# mmio_timer_pwm_flat

mmio_timer_pwm_flat, cell placement:
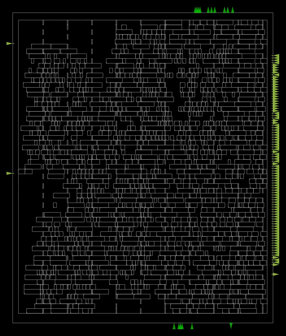
mmio_timer_pwm_flat, cell density map:
The die is cut into 15 by 18 equal tiles; black is low, pale yellow is high, 0 to 100% covered.
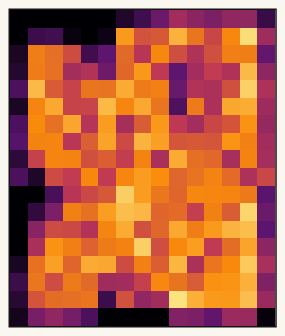
## src/rtl/mmio_timer_pwm_if.sv

```systemverilog
// mmio_timer_pwm_if
// CPU data-memory bus as seen by a memory-mapped responder.
//   dmem_address  : byte address from the CPU
//   dmem_data_in  : store data, lane 0 in bits [7:0]
//   dmem_wren     : store strobe
//   funct3        : access size / sign (000 b, 001 h, 010 w, 100 bu, 101 hu)
//   dmem_data_out : registered read data from the responder
//   sel           : registered "previous address hit this responder"
interface mmio_timer_pwm_if;
  logic [31:0] dmem_address;
  logic [31:0] dmem_data_in;
  logic        dmem_wren;
  logic [2:0]  funct3;
  logic [31:0] dmem_data_out;
  logic        sel;

  modport master (
    output dmem_address, dmem_data_in, dmem_wren, funct3,
    input  dmem_data_out, sel
  );

  modport slave (
    input  dmem_address, dmem_data_in, dmem_wren, funct3,
    output dmem_data_out, sel
  );
endinterface

```

## src/rtl/mmio_timer_pwm.sv

```systemverilog
// mmio_timer_pwm
// Memory-mapped timer and LED PWM peripheral on the CPU data bus.
// Register window (16 bytes at BASE_ADDR):
//   0x0 DUTY   RW  [7:0] led, [15:8] red, [23:16] green, [31:24] blue
//   0x4 MICROS RO  free-running microsecond counter
//   0x8 MILLIS RO  free-running millisecond counter
//   0xC CTRL   RW  bit0 pwm_en, bit1 clr (write-1 pulse, reads 0)
// Ports:
//   clk, reset          : clock, asynchronous active-high reset
//   bus (slave modport) : CPU data-memory bus, 1-cycle registered reads
//   led, red, green, blue : PWM LED drives (low when lit if ACTIVE_LOW)
module mmio_timer_pwm #(
  parameter logic [31:0] BASE_ADDR  = 32'hFFFF_FF00,
  parameter int          CLK_HZ     = 12000000,
  parameter int          PWM_DIV    = 4,
  parameter bit          ACTIVE_LOW = 1'b1
) (
  input  logic             clk,
  input  logic             reset,
  mmio_timer_pwm_if.slave  bus,
  output logic             led,
  output logic             red,
  output logic             green,
  output logic             blue
);

  localparam logic [31:0] US_LAST  = 32'(CLK_HZ / 1000000 - 1);
  localparam logic [31:0] PWM_LAST = 32'(PWM_DIV - 1);
  localparam logic [9:0]  MS_LAST  = 10'd999;
  localparam logic        UNLIT    = ACTIVE_LOW;

  logic [31:0] duty_q, duty_d;
  logic        pwm_en_q, pwm_en_d;
  logic [31:0] us_pre_q, us_pre_d;
  logic [9:0]  ms_pre_q, ms_pre_d;
  logic [31:0] micros_q, micros_d;
  logic [31:0] millis_q, millis_d;
  logic [31:0] pwm_div_q, pwm_div_d;
  logic [7:0]  pwm_cnt_q, pwm_cnt_d;
  logic [31:0] dout_q, dout_d;
  logic        sel_q, sel_d;
  logic        led_q, led_d, red_q, red_d, green_q, green_d, blue_q, blue_d;

  logic        hit, aligned, wr_en, clr, us_tick, pwm_wrap;
  logic [1:0]  offset, lane;
  logic [31:0] wr_mask, wr_data, word;
  logic [7:0]  byte_v;
  logic [15:0] half_v;
  logic [31:0] rdata;

  assign hit    = bus.dmem_address[31:4] == BASE_ADDR[31:4];
  assign offset = bus.dmem_address[3:2];
  assign lane   = bus.dmem_address[1:0];

  // Access alignment; funct3[1:0]==11 is not a valid size and is treated as misaligned.
  always_comb begin
    aligned = 1'b0;
    case (bus.funct3[1:0])
      2'b00:   aligned = 1'b1;
      2'b01:   aligned = ~lane[0];
      2'b10:   aligned = (lane == 2'b00);
      default: aligned = 1'b0;
    endcase
  end

  assign wr_en = bus.dmem_wren & hit & aligned;

  // Store data arrives right-justified and is steered to its byte lanes.
  always_comb begin
    wr_mask = '0;
    wr_data = '0;
    case (bus.funct3[1:0])
      2'b00: begin
        wr_mask = 32'h0000_00FF << {lane, 3'b000};
        wr_data = {24'b0, bus.dmem_data_in[7:0]} << {lane, 3'b000};
      end
      2'b01: begin
        wr_mask = 32'h0000_FFFF << {lane[1], 4'b0000};
        wr_data = {16'b0, bus.dmem_data_in[15:0]} << {lane[1], 4'b0000};
      end
      2'b10: begin
        wr_mask = 32'hFFFF_FFFF;
        wr_data = bus.dmem_data_in;
      end
      default: begin
        wr_mask = '0;
        wr_data = '0;
      end
    endcase
  end

  // Read path uses pre-edge register values, so a same-cycle write is not visible yet.
  always_comb begin
    word = '0;
    case (offset)
      2'd0: word = duty_q;
      2'd1: word = micros_q;
      2'd2: word = millis_q;
      2'd3: word = {31'b0, pwm_en_q};
      default: word = '0;
    endcase
    byte_v = word[{lane, 3'b000} +: 8];
    half_v = word[{lane[1], 4'b0000} +: 16];
    rdata  = '0;
    if (hit && aligned) begin
      case (bus.funct3[1:0])
        2'b00:   rdata = {{24{~bus.funct3[2] & byte_v[7]}}, byte_v};
        2'b01:   rdata = {{16{~bus.funct3[2] & half_v[15]}}, half_v};
        2'b10:   rdata = word;
        default: rdata = '0;
      endcase
    end
  end

  // Next-state for timebase, registers and PWM; clr overrides any timebase increment.
  always_comb begin
    duty_d    = duty_q;
    pwm_en_d  = pwm_en_q;
    clr       = 1'b0;

    us_tick   = (us_pre_q == US_LAST);
    us_pre_d  = us_tick ? '0 : us_pre_q + 32'd1;
    micros_d  = micros_q + {31'b0, us_tick};
    ms_pre_d  = ms_pre_q;
    millis_d  = millis_q;
    if (us_tick) begin
      if (ms_pre_q == MS_LAST) begin
        ms_pre_d = '0;
        millis_d = millis_q + 32'd1;
      end else begin
        ms_pre_d = ms_pre_q + 10'd1;
      end
    end

    if (wr_en && offset == 2'd0) begin
      duty_d = (duty_q & ~wr_mask) | (wr_data & wr_mask);
    end
    if (wr_en && offset == 2'd3) begin
      if (wr_mask[0]) pwm_en_d = wr_data[0];
      clr = wr_mask[1] & wr_data[1];
    end

    if (clr) begin
      us_pre_d = '0;
      ms_pre_d = '0;
      micros_d = '0;
      millis_d = '0;
    end

    pwm_wrap  = (pwm_div_q == PWM_LAST);
    pwm_div_d = pwm_wrap ? '0 : pwm_div_q + 32'd1;
    pwm_cnt_d = pwm_cnt_q + {7'b0, pwm_wrap};

    // XOR with UNLIT folds in output polarity.
    led_d   = (pwm_en_q && (pwm_cnt_q < duty_q[7:0]))   ^ UNLIT;
    red_d   = (pwm_en_q && (pwm_cnt_q < duty_q[15:8]))  ^ UNLIT;
    green_d = (pwm_en_q && (pwm_cnt_q < duty_q[23:16])) ^ UNLIT;
    blue_d  = (pwm_en_q && (pwm_cnt_q < duty_q[31:24])) ^ UNLIT;

    dout_d = rdata;
    sel_d  = hit;
  end

  // State registers; reset drops any write in flight.
  always_ff @(posedge clk or posedge reset) begin
    if (reset) begin
      duty_q    <= '0;
      pwm_en_q  <= 1'b0;
      us_pre_q  <= '0;
      ms_pre_q  <= '0;
      micros_q  <= '0;
      millis_q  <= '0;
      pwm_div_q <= '0;
      pwm_cnt_q <= '0;
      dout_q    <= '0;
      sel_q     <= 1'b0;
      led_q     <= UNLIT;
      red_q     <= UNLIT;
      green_q   <= UNLIT;
      blue_q    <= UNLIT;
    end else begin
      duty_q    <= duty_d;
      pwm_en_q  <= pwm_en_d;
      us_pre_q  <= us_pre_d;
      ms_pre_q  <= ms_pre_d;
      micros_q  <= micros_d;
      millis_q  <= millis_d;
      pwm_div_q <= pwm_div_d;
      pwm_cnt_q <= pwm_cnt_d;
      dout_q    <= dout_d;
      sel_q     <= sel_d;
      led_q     <= led_d;
      red_q     <= red_d;
      green_q   <= green_d;
      blue_q    <= blue_d;
    end
  end

  assign bus.dmem_data_out = dout_q;
  assign bus.sel           = sel_q;
  assign led               = led_q;
  assign red               = red_q;
  assign green             = green_q;
  assign blue              = blue_q;

endmodule

```

## src/flat_wrapper.sv

```systemverilog
// flat-port wrapper written by rule: the top's interface ports become plain ports
module mmio_timer_pwm_flat 
#(
  parameter logic [31:0] BASE_ADDR  = 32'hFFFF_FF00,
  parameter int          CLK_HZ     = 12000000,
  parameter int          PWM_DIV    = 4,
  parameter bit          ACTIVE_LOW = 1'b1
)
  (clk, reset, led, red, green, blue, bus_dmem_address, bus_dmem_data_in, bus_dmem_wren, bus_funct3, bus_dmem_data_out, bus_sel);
  mmio_timer_pwm_if bus_i ();
  input  logic clk;
  input  logic reset;
  output logic led;
  output logic red;
  output logic green;
  output logic blue;
  input wire logic [$bits(bus_i.dmem_address)-1:0] bus_dmem_address;
  input wire logic [$bits(bus_i.dmem_data_in)-1:0] bus_dmem_data_in;
  input wire logic [$bits(bus_i.dmem_wren)-1:0] bus_dmem_wren;
  input wire logic [$bits(bus_i.funct3)-1:0] bus_funct3;
  output wire logic [$bits(bus_i.dmem_data_out)-1:0] bus_dmem_data_out;
  output wire logic [$bits(bus_i.sel)-1:0] bus_sel;
  assign bus_i.dmem_address = bus_dmem_address;
  assign bus_i.dmem_data_in = bus_dmem_data_in;
  assign bus_i.dmem_wren = bus_dmem_wren;
  assign bus_i.funct3 = bus_funct3;
  assign bus_dmem_data_out = bus_i.dmem_data_out;
  assign bus_sel = bus_i.sel;
  mmio_timer_pwm #(.BASE_ADDR(BASE_ADDR), .CLK_HZ(CLK_HZ), .PWM_DIV(PWM_DIV), .ACTIVE_LOW(ACTIVE_LOW)) u_core (.clk(clk), .reset(reset), .bus(bus_i), .led(led), .red(red), .green(green), .blue(blue));
endmodule
```

## config.mk

```make
export PLATFORM = sky130hd
export DESIGN_NAME = mmio_timer_pwm_flat
export DESIGN_NICKNAME = d
export VERILOG_FILES = /design/src/rtl/mmio_timer_pwm_if.sv /design/src/rtl/mmio_timer_pwm.sv /design/src/flat_wrapper.sv
export SDC_FILE = /design/constraint.sdc
export NUM_CORES = 1
export LEC_CHECK = 0
export CORE_ASPECT_RATIO = 1.2
export CORE_MARGIN = 3
export CORE_UTILIZATION = 50
export CTS_CLUSTER_SIZE = 25
export DETAILED_ROUTE_END_ITERATION = 6
export HOLD_SLACK_MARGIN = 0.05
export PLACE_DENSITY = 0.71
export SYNTH_ARGS = -nofsm -noshare
export SYNTH_HDL_FRONTEND = slang
export SYNTH_SLANG_ARGS = --single-unit
```

## constraint.sdc

```tcl
create_clock -name clk -period 23.5 [get_ports clk]
set_input_delay 4.7 -clock clk [delete_from_list [all_inputs] [get_ports clk]]
set_output_delay 4.7 -clock clk [all_outputs]
set_load 0.02 [all_outputs]
```

==> flow_summary.ini <==
; flow metrics
[grt]
global_route.usage.total_pct = 24.97
grt_start_max_net_pins = 148
antenna_found_initial = 0
vias_in_the_first_global_route = 9542

[logic_synthesis]
synthTopCellsByCount = 212 x sky130_fd_sc_hd__dfrtp_1, 115 x sky130_fd_sc_hd__nor2_1, 107 x sky130_fd_sc_hd__nand2_1
flop_cell = sky130_fd_sc_hd__dfrtp_1
synth_flop_count = 216
post_synth_instance_area_sq_um = 11970

[critical_path]
arrival_ns = 7.64
worst_r2r_path_depth = 11
worstSetupStartpointType = input port
crit_path_max_incr_delay_ns = 0.94
timing.critical_path.depth = 7
timing.rr.end = u_core.micros_q[31]
crit_start = bus_funct3[1]
setup.reg_to_reg.worst_slack_ns = 19.87

[placement]
place.port_buffers = 106
placed_cell_area_sq_um = 13280

[cts]
clock_tree.htree_level_count = 1
clk_root_buf = sky130_fd_sc_hd__clkbuf_16
hold_buffers = 0
clk_pin_slew_worst_paths_ns = 0.06
cts_tree = yes

[power]
p_seq_uw = 372
fin_total_pwr_uw = 810.7
cellInternalPower_uw = 628.8
clockPowerShare_pct = 48.1
power_per_cell_area_nw_per_um2 = 57.45

[floorplanning]
floorplanUtilization_pct = 51.26
dieArea_sq_um = 25850

[final_layout]
nets = 1442
area_delta_synth_final_pct = 17.86
final_design_area_no_fill_sq_um = 14110
drive_gt1_share_pct = 6.726

[timing]
final.hold.worst_slack_ns = 0.4529
final.setup_skew_ns = 0.01413
post-route-worst-setup-slack_ns = 16.25
rsz0062_at_grt = false
setup_violations = 0

[run_status]
status = completed

[route]
iteration_tally_of_the_first_detailed_router_pass = 7
wl_per_cell_um = 19.53

[job]
stage_log_warnings = 29
Notes on 'cell placement' of mmio_timer_pwm_flat above:
fraction of area in registers: 38.34%
placeable core region: 23350 sq um
floorplan row count: 61

Notes on 'cell density map' of mmio_timer_pwm_flat above:
19% of the tiles are over 75% full. The mean over all tiles is 53%. 6.7% of the tiles are nearly empty. The densest ninth of the die: middle. The emptiest ninth of the die: top left.

[worst min path at each step]
stage | endpoint | start
final | u_core.us_pre_q[0] | u_core.us_pre_q[0]
after global routing | u_core.us_pre_q[0] | u_core.us_pre_q[0]
after CTS | u_core.us_pre_q[0] | u_core.us_pre_q[0]
after detailed placement | u_core.us_pre_q[0] | u_core.us_pre_q[0]
after global placement | u_core.us_pre_q[0] | u_core.us_pre_q[0]
after floorplan | u_core.us_pre_q[0] | u_core.us_pre_q[0]
[final cells by class]
type	count	share of cell area, %
clock buffer	36	5.223
clock inverter	7	0.6473
inverter	51	1.410
multi-input combinational	925	43.47
sequential	216	38.34
tap	315	2.793
timing repair buffer	118	8.122
[routing by layer]
layer	vias to the layer above	part of all wire [%]	GRT usage, %
met5	-	0	0
met4	0	4.7	10.53
met3	69	6.2	4.129
met2	352	47	41.47
met1	4787	42	32.59
li1	4718	-	-
[cells by family after synthesis]
family                   share of synthesized area [%]
AND/OR/NAND/NOR                                  21.05
AND-OR/OR-AND                                    13.55
flip-flops                                       45.19
buffers and inverters                            3.752
XOR/XNOR                                         7.388
multiplexers                                     5.309
adder cells (fa/ha/maj)                          3.762

# operand_reg_file

### config.mk
export PLATFORM = sky130hd
export DESIGN_NAME = operand_reg_file
export DESIGN_NICKNAME = d
export VERILOG_FILES = /design/src/rtl/cpu_pkg.sv /design/src/rtl/dff_reg.sv /design/src/rtl/operand_reg_file.sv
export SDC_FILE = /design/constraint.sdc
export NUM_CORES = 1
export LEC_CHECK = 0
export ABC_AREA = 1
export ABC_CLOCK_PERIOD_IN_PS = 11000
export CORE_ASPECT_RATIO = 0.8
export CORE_MARGIN = 4
export CORE_UTILIZATION = 40
export DETAILED_ROUTE_END_ITERATION = 7
export GPL_TIMING_DRIVEN = 1
export PLACE_DENSITY_LB_ADDON = 0.3
export SLEW_MARGIN = 40
export SYNTH_ARGS = -nofsm -noshare
export SYNTH_HDL_FRONTEND = slang
export SYNTH_SLANG_ARGS = --single-unit
export TNS_END_PERCENT = 50
### constraint.sdc
create_clock -name clk -period 11 [get_ports clk]
set_clock_uncertainty 0.1 [all_clocks]
set_input_delay 1.65 -clock clk [delete_from_list [all_inputs] [get_ports clk]]
set_output_delay 1.65 -clock clk [all_outputs]
set_load 0.1 [all_outputs]
### src/rtl/cpu_pkg.sv
// cpu_pkg: shared datapath widths, ALU opcodes and flag bit positions
package cpu_pkg;
  localparam int DATA_W = 16;
  localparam int NUM_REGS = 16;
  typedef enum logic [2:0] {
    ADD    = 3'd0,
    SUB    = 3'd1,
    XOR    = 3'd2,
    RED    = 3'd3,
    SLL    = 3'd4,
    SRA    = 3'd5,
    ROR    = 3'd6,
    PADDSB = 3'd7
  } opcode_e;
  localparam int FLAG_Z = 2;
  localparam int FLAG_V = 1;
  localparam int FLAG_N = 0;
endpackage

### src/rtl/dff_reg.sv
// dff_reg: W-bit register with load enable and asynchronous active-high clear
module dff_reg
  import cpu_pkg::*;
#(
  parameter int W = DATA_W
) (
  input  logic         clk,
  input  logic         rst,
  input  logic         en,
  input  logic [W-1:0] d,
  output logic [W-1:0] q
);
  always_ff @(posedge clk or posedge rst)
    if (rst) q <= '0;
    else if (en) q <= d;
endmodule

### src/rtl/operand_reg_file.sv
// operand_reg_file: 16x16 register file (R0 = 0) plus Z/V/N flag register; define RF_BYPASS_EN for write-to-read bypass
module operand_reg_file
  import cpu_pkg::*;
(
  input  logic              clk,
  input  logic              rst,
  input  logic [3:0]        src_reg1,
  input  logic [3:0]        src_reg2,
  input  logic [3:0]        dst_reg,
  input  logic              write_reg,
  input  logic [DATA_W-1:0] dst_data,
  output logic [DATA_W-1:0] src_data1,
  output logic [DATA_W-1:0] src_data2,
  input  logic              flag_wr,
  input  logic [2:0]        flag_op,
  input  logic [2:0]        alu_flags,
  output logic [2:0]        flags
);
  logic [NUM_REGS-1:0][DATA_W-1:0] regs;
  logic [2:0] flag_d;
  assign regs[0] = '0;
  for (genvar i = 1; i < NUM_REGS; i++) begin : g_r
    dff_reg #(.W(DATA_W)) u_r (
      .clk(clk),
      .rst(rst),
      .en (write_reg && dst_reg == 4'(i)),
      .d  (dst_data),
      .q  (regs[i])
    );
  end
`ifdef RF_BYPASS_EN
  always_comb begin
    src_data1 = src_reg1 == '0 ? '0 : write_reg && dst_reg == src_reg1 ? dst_data : regs[src_reg1];
    src_data2 = src_reg2 == '0 ? '0 : write_reg && dst_reg == src_reg2 ? dst_data : regs[src_reg2];
  end
`else
  assign src_data1 = regs[src_reg1];
  assign src_data2 = regs[src_reg2];
`endif
  // only ADD/SUB produce meaningful V and N; every ALU op updates Z
  always_comb begin
    flag_d = (flag_op == ADD || flag_op == SUB) ? alu_flags : flags;
    flag_d[FLAG_Z] = alu_flags[FLAG_Z];
  end
  dff_reg #(.W(3)) u_flags (
    .clk(clk),
    .rst(rst),
    .en (flag_wr),
    .d  (flag_d),
    .q  (flags)
  );
endmodule
operand_reg_file, M3 wires:
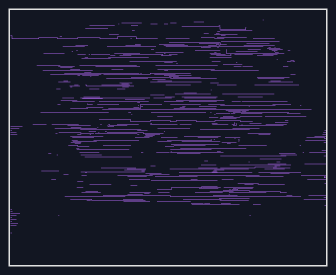
173 nets have wire on it. The layer carries 5950 um of wire. The layer holds 12% of the routed length.

==> flow_summary.ini <==
; flow metrics
[placement]
hpwl_mm = 29.14
place_inst = 2506
place.port_buffers = 71
placed_cell_area_sq_um = 14770

[grt]
antenna_found_initial = 0
grt.busiest_layer = met1
grt_start_max_net_pins = 109

[timing]
final.hold.worst_slack_ns = 0.3811
post-route-period-util_pct = 55.42

[final_layout]
multi_input_comb_area_sq_um = 6396
n_antenna_cell = 0
final_layout_top_logic_cells = 761 x sky130_fd_sc_hd__nand2_1, 416 x sky130_fd_sc_hd__nand3_1, 246 x sky130_fd_sc_hd__inv_1, 243 x sky130_fd_sc_hd__dfrtp_1, 157 x sky130_fd_sc_hd__o21ai_0
final_design_area_no_fill_sq_um = 15830

[power]
net-switching-power_mw = 1.055
power_per_cell_area_nw_per_um2 = 191.2
irDropWorstVdd_mv = 0.1271
p_leak_nw = 8.133
comb_power_uw = 797
power.share.sequential_pct = 38.7
netSwitchingFraction_pct = 34.87

[logic_synthesis]
asyncSetResetFlopFracSynth_pct = 100.0
synth_compound_gate_area_share_pct = 8.689
synth_cell_type_count = 18
edf_count = 0
synth.yosys.chip_area_sq_um = 14080
top_area_cell_type_share_of_the_netlist_area_pct = 43.18
synthesis.nets = 2133
gate_count_post_synth = 2095
most_common_cell = sky130_fd_sc_hd__nand2_1

[critical_path]
crit_required_ns = 9.25
arrival_ns = 4.35
crit_path_max_incr_delay_ns = 0.76
cpMaxStageDelayCell = sky130_fd_sc_hd__buf_4

[job]
cap_viol_max_count = 0

[cts]
clock_sink_count = 243

[route]
drc = 0
wirelength_mm = 50.45
dr_wl_met3_mm = 5.945

[min_path]
min_path_type = flip-flop to flip-flop

[run_status]
status = completed
[kinds of logic (layout without fill, tap and decap cells)]
kind of cell / Yosys count / count (layout)
flops: 243 / 243
compound gates: 240 / 240
mux: 3 / 3
simple gates: 1197 / 1197
buf+inv: 412 / 400
[final timing paths]
kind                            startpoint                end  cells after the start  slack [ns]
hold reg to reg            g_r[5].u_r.q[0]    g_r[5].u_r.q[0]                      2        0.38
setup reg to reg              u_flags.q[1]       u_flags.q[1]                      1       10.15
max in group asynchronous              rst  g_r[10].u_r.q[11]                      4        7.62
setup / recovery               src_reg2[0]       src_data2[9]                     10        4.90
hold / removal             g_r[5].u_r.q[0]    g_r[5].u_r.q[0]                      2        0.38
min in group asynchronous              rst       u_flags.q[0]                      2        1.39
[final cells by class]
type,instances,area share [%]
sequential,243,38.42
multi-input combinational,1440,40.41
inverter,255,6.142
clock inverter,13,1.565
tap,472,3.731
timing repair buffer,96,4.743
clock buffer,36,4.988
[state kept, by name (all words and copies together) (netlist names)]
| register | cells |
|---|---|
| g_r.u_r.q | 240 |
| u_flags.q | 3 |


==> gallery <==
Routed metal per tile.
(a)
The die is cut into 29 by 35 equal tiles; black is low, pale yellow is high, scaled to the fullest tile. Values are wire area over tile area, all layers added.
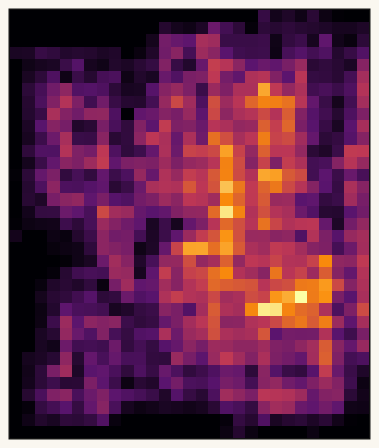
(b)
The die is cut into 22 by 18 equal tiles; black is low, pale yellow is high, scaled to the fullest tile. Values are wire area over tile area, all layers added.
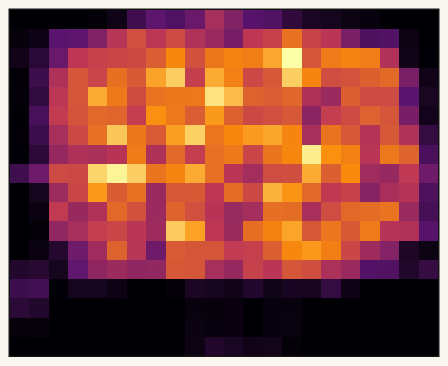
(a) is mmio_timer_pwm_flat.
(b) is operand_reg_file.

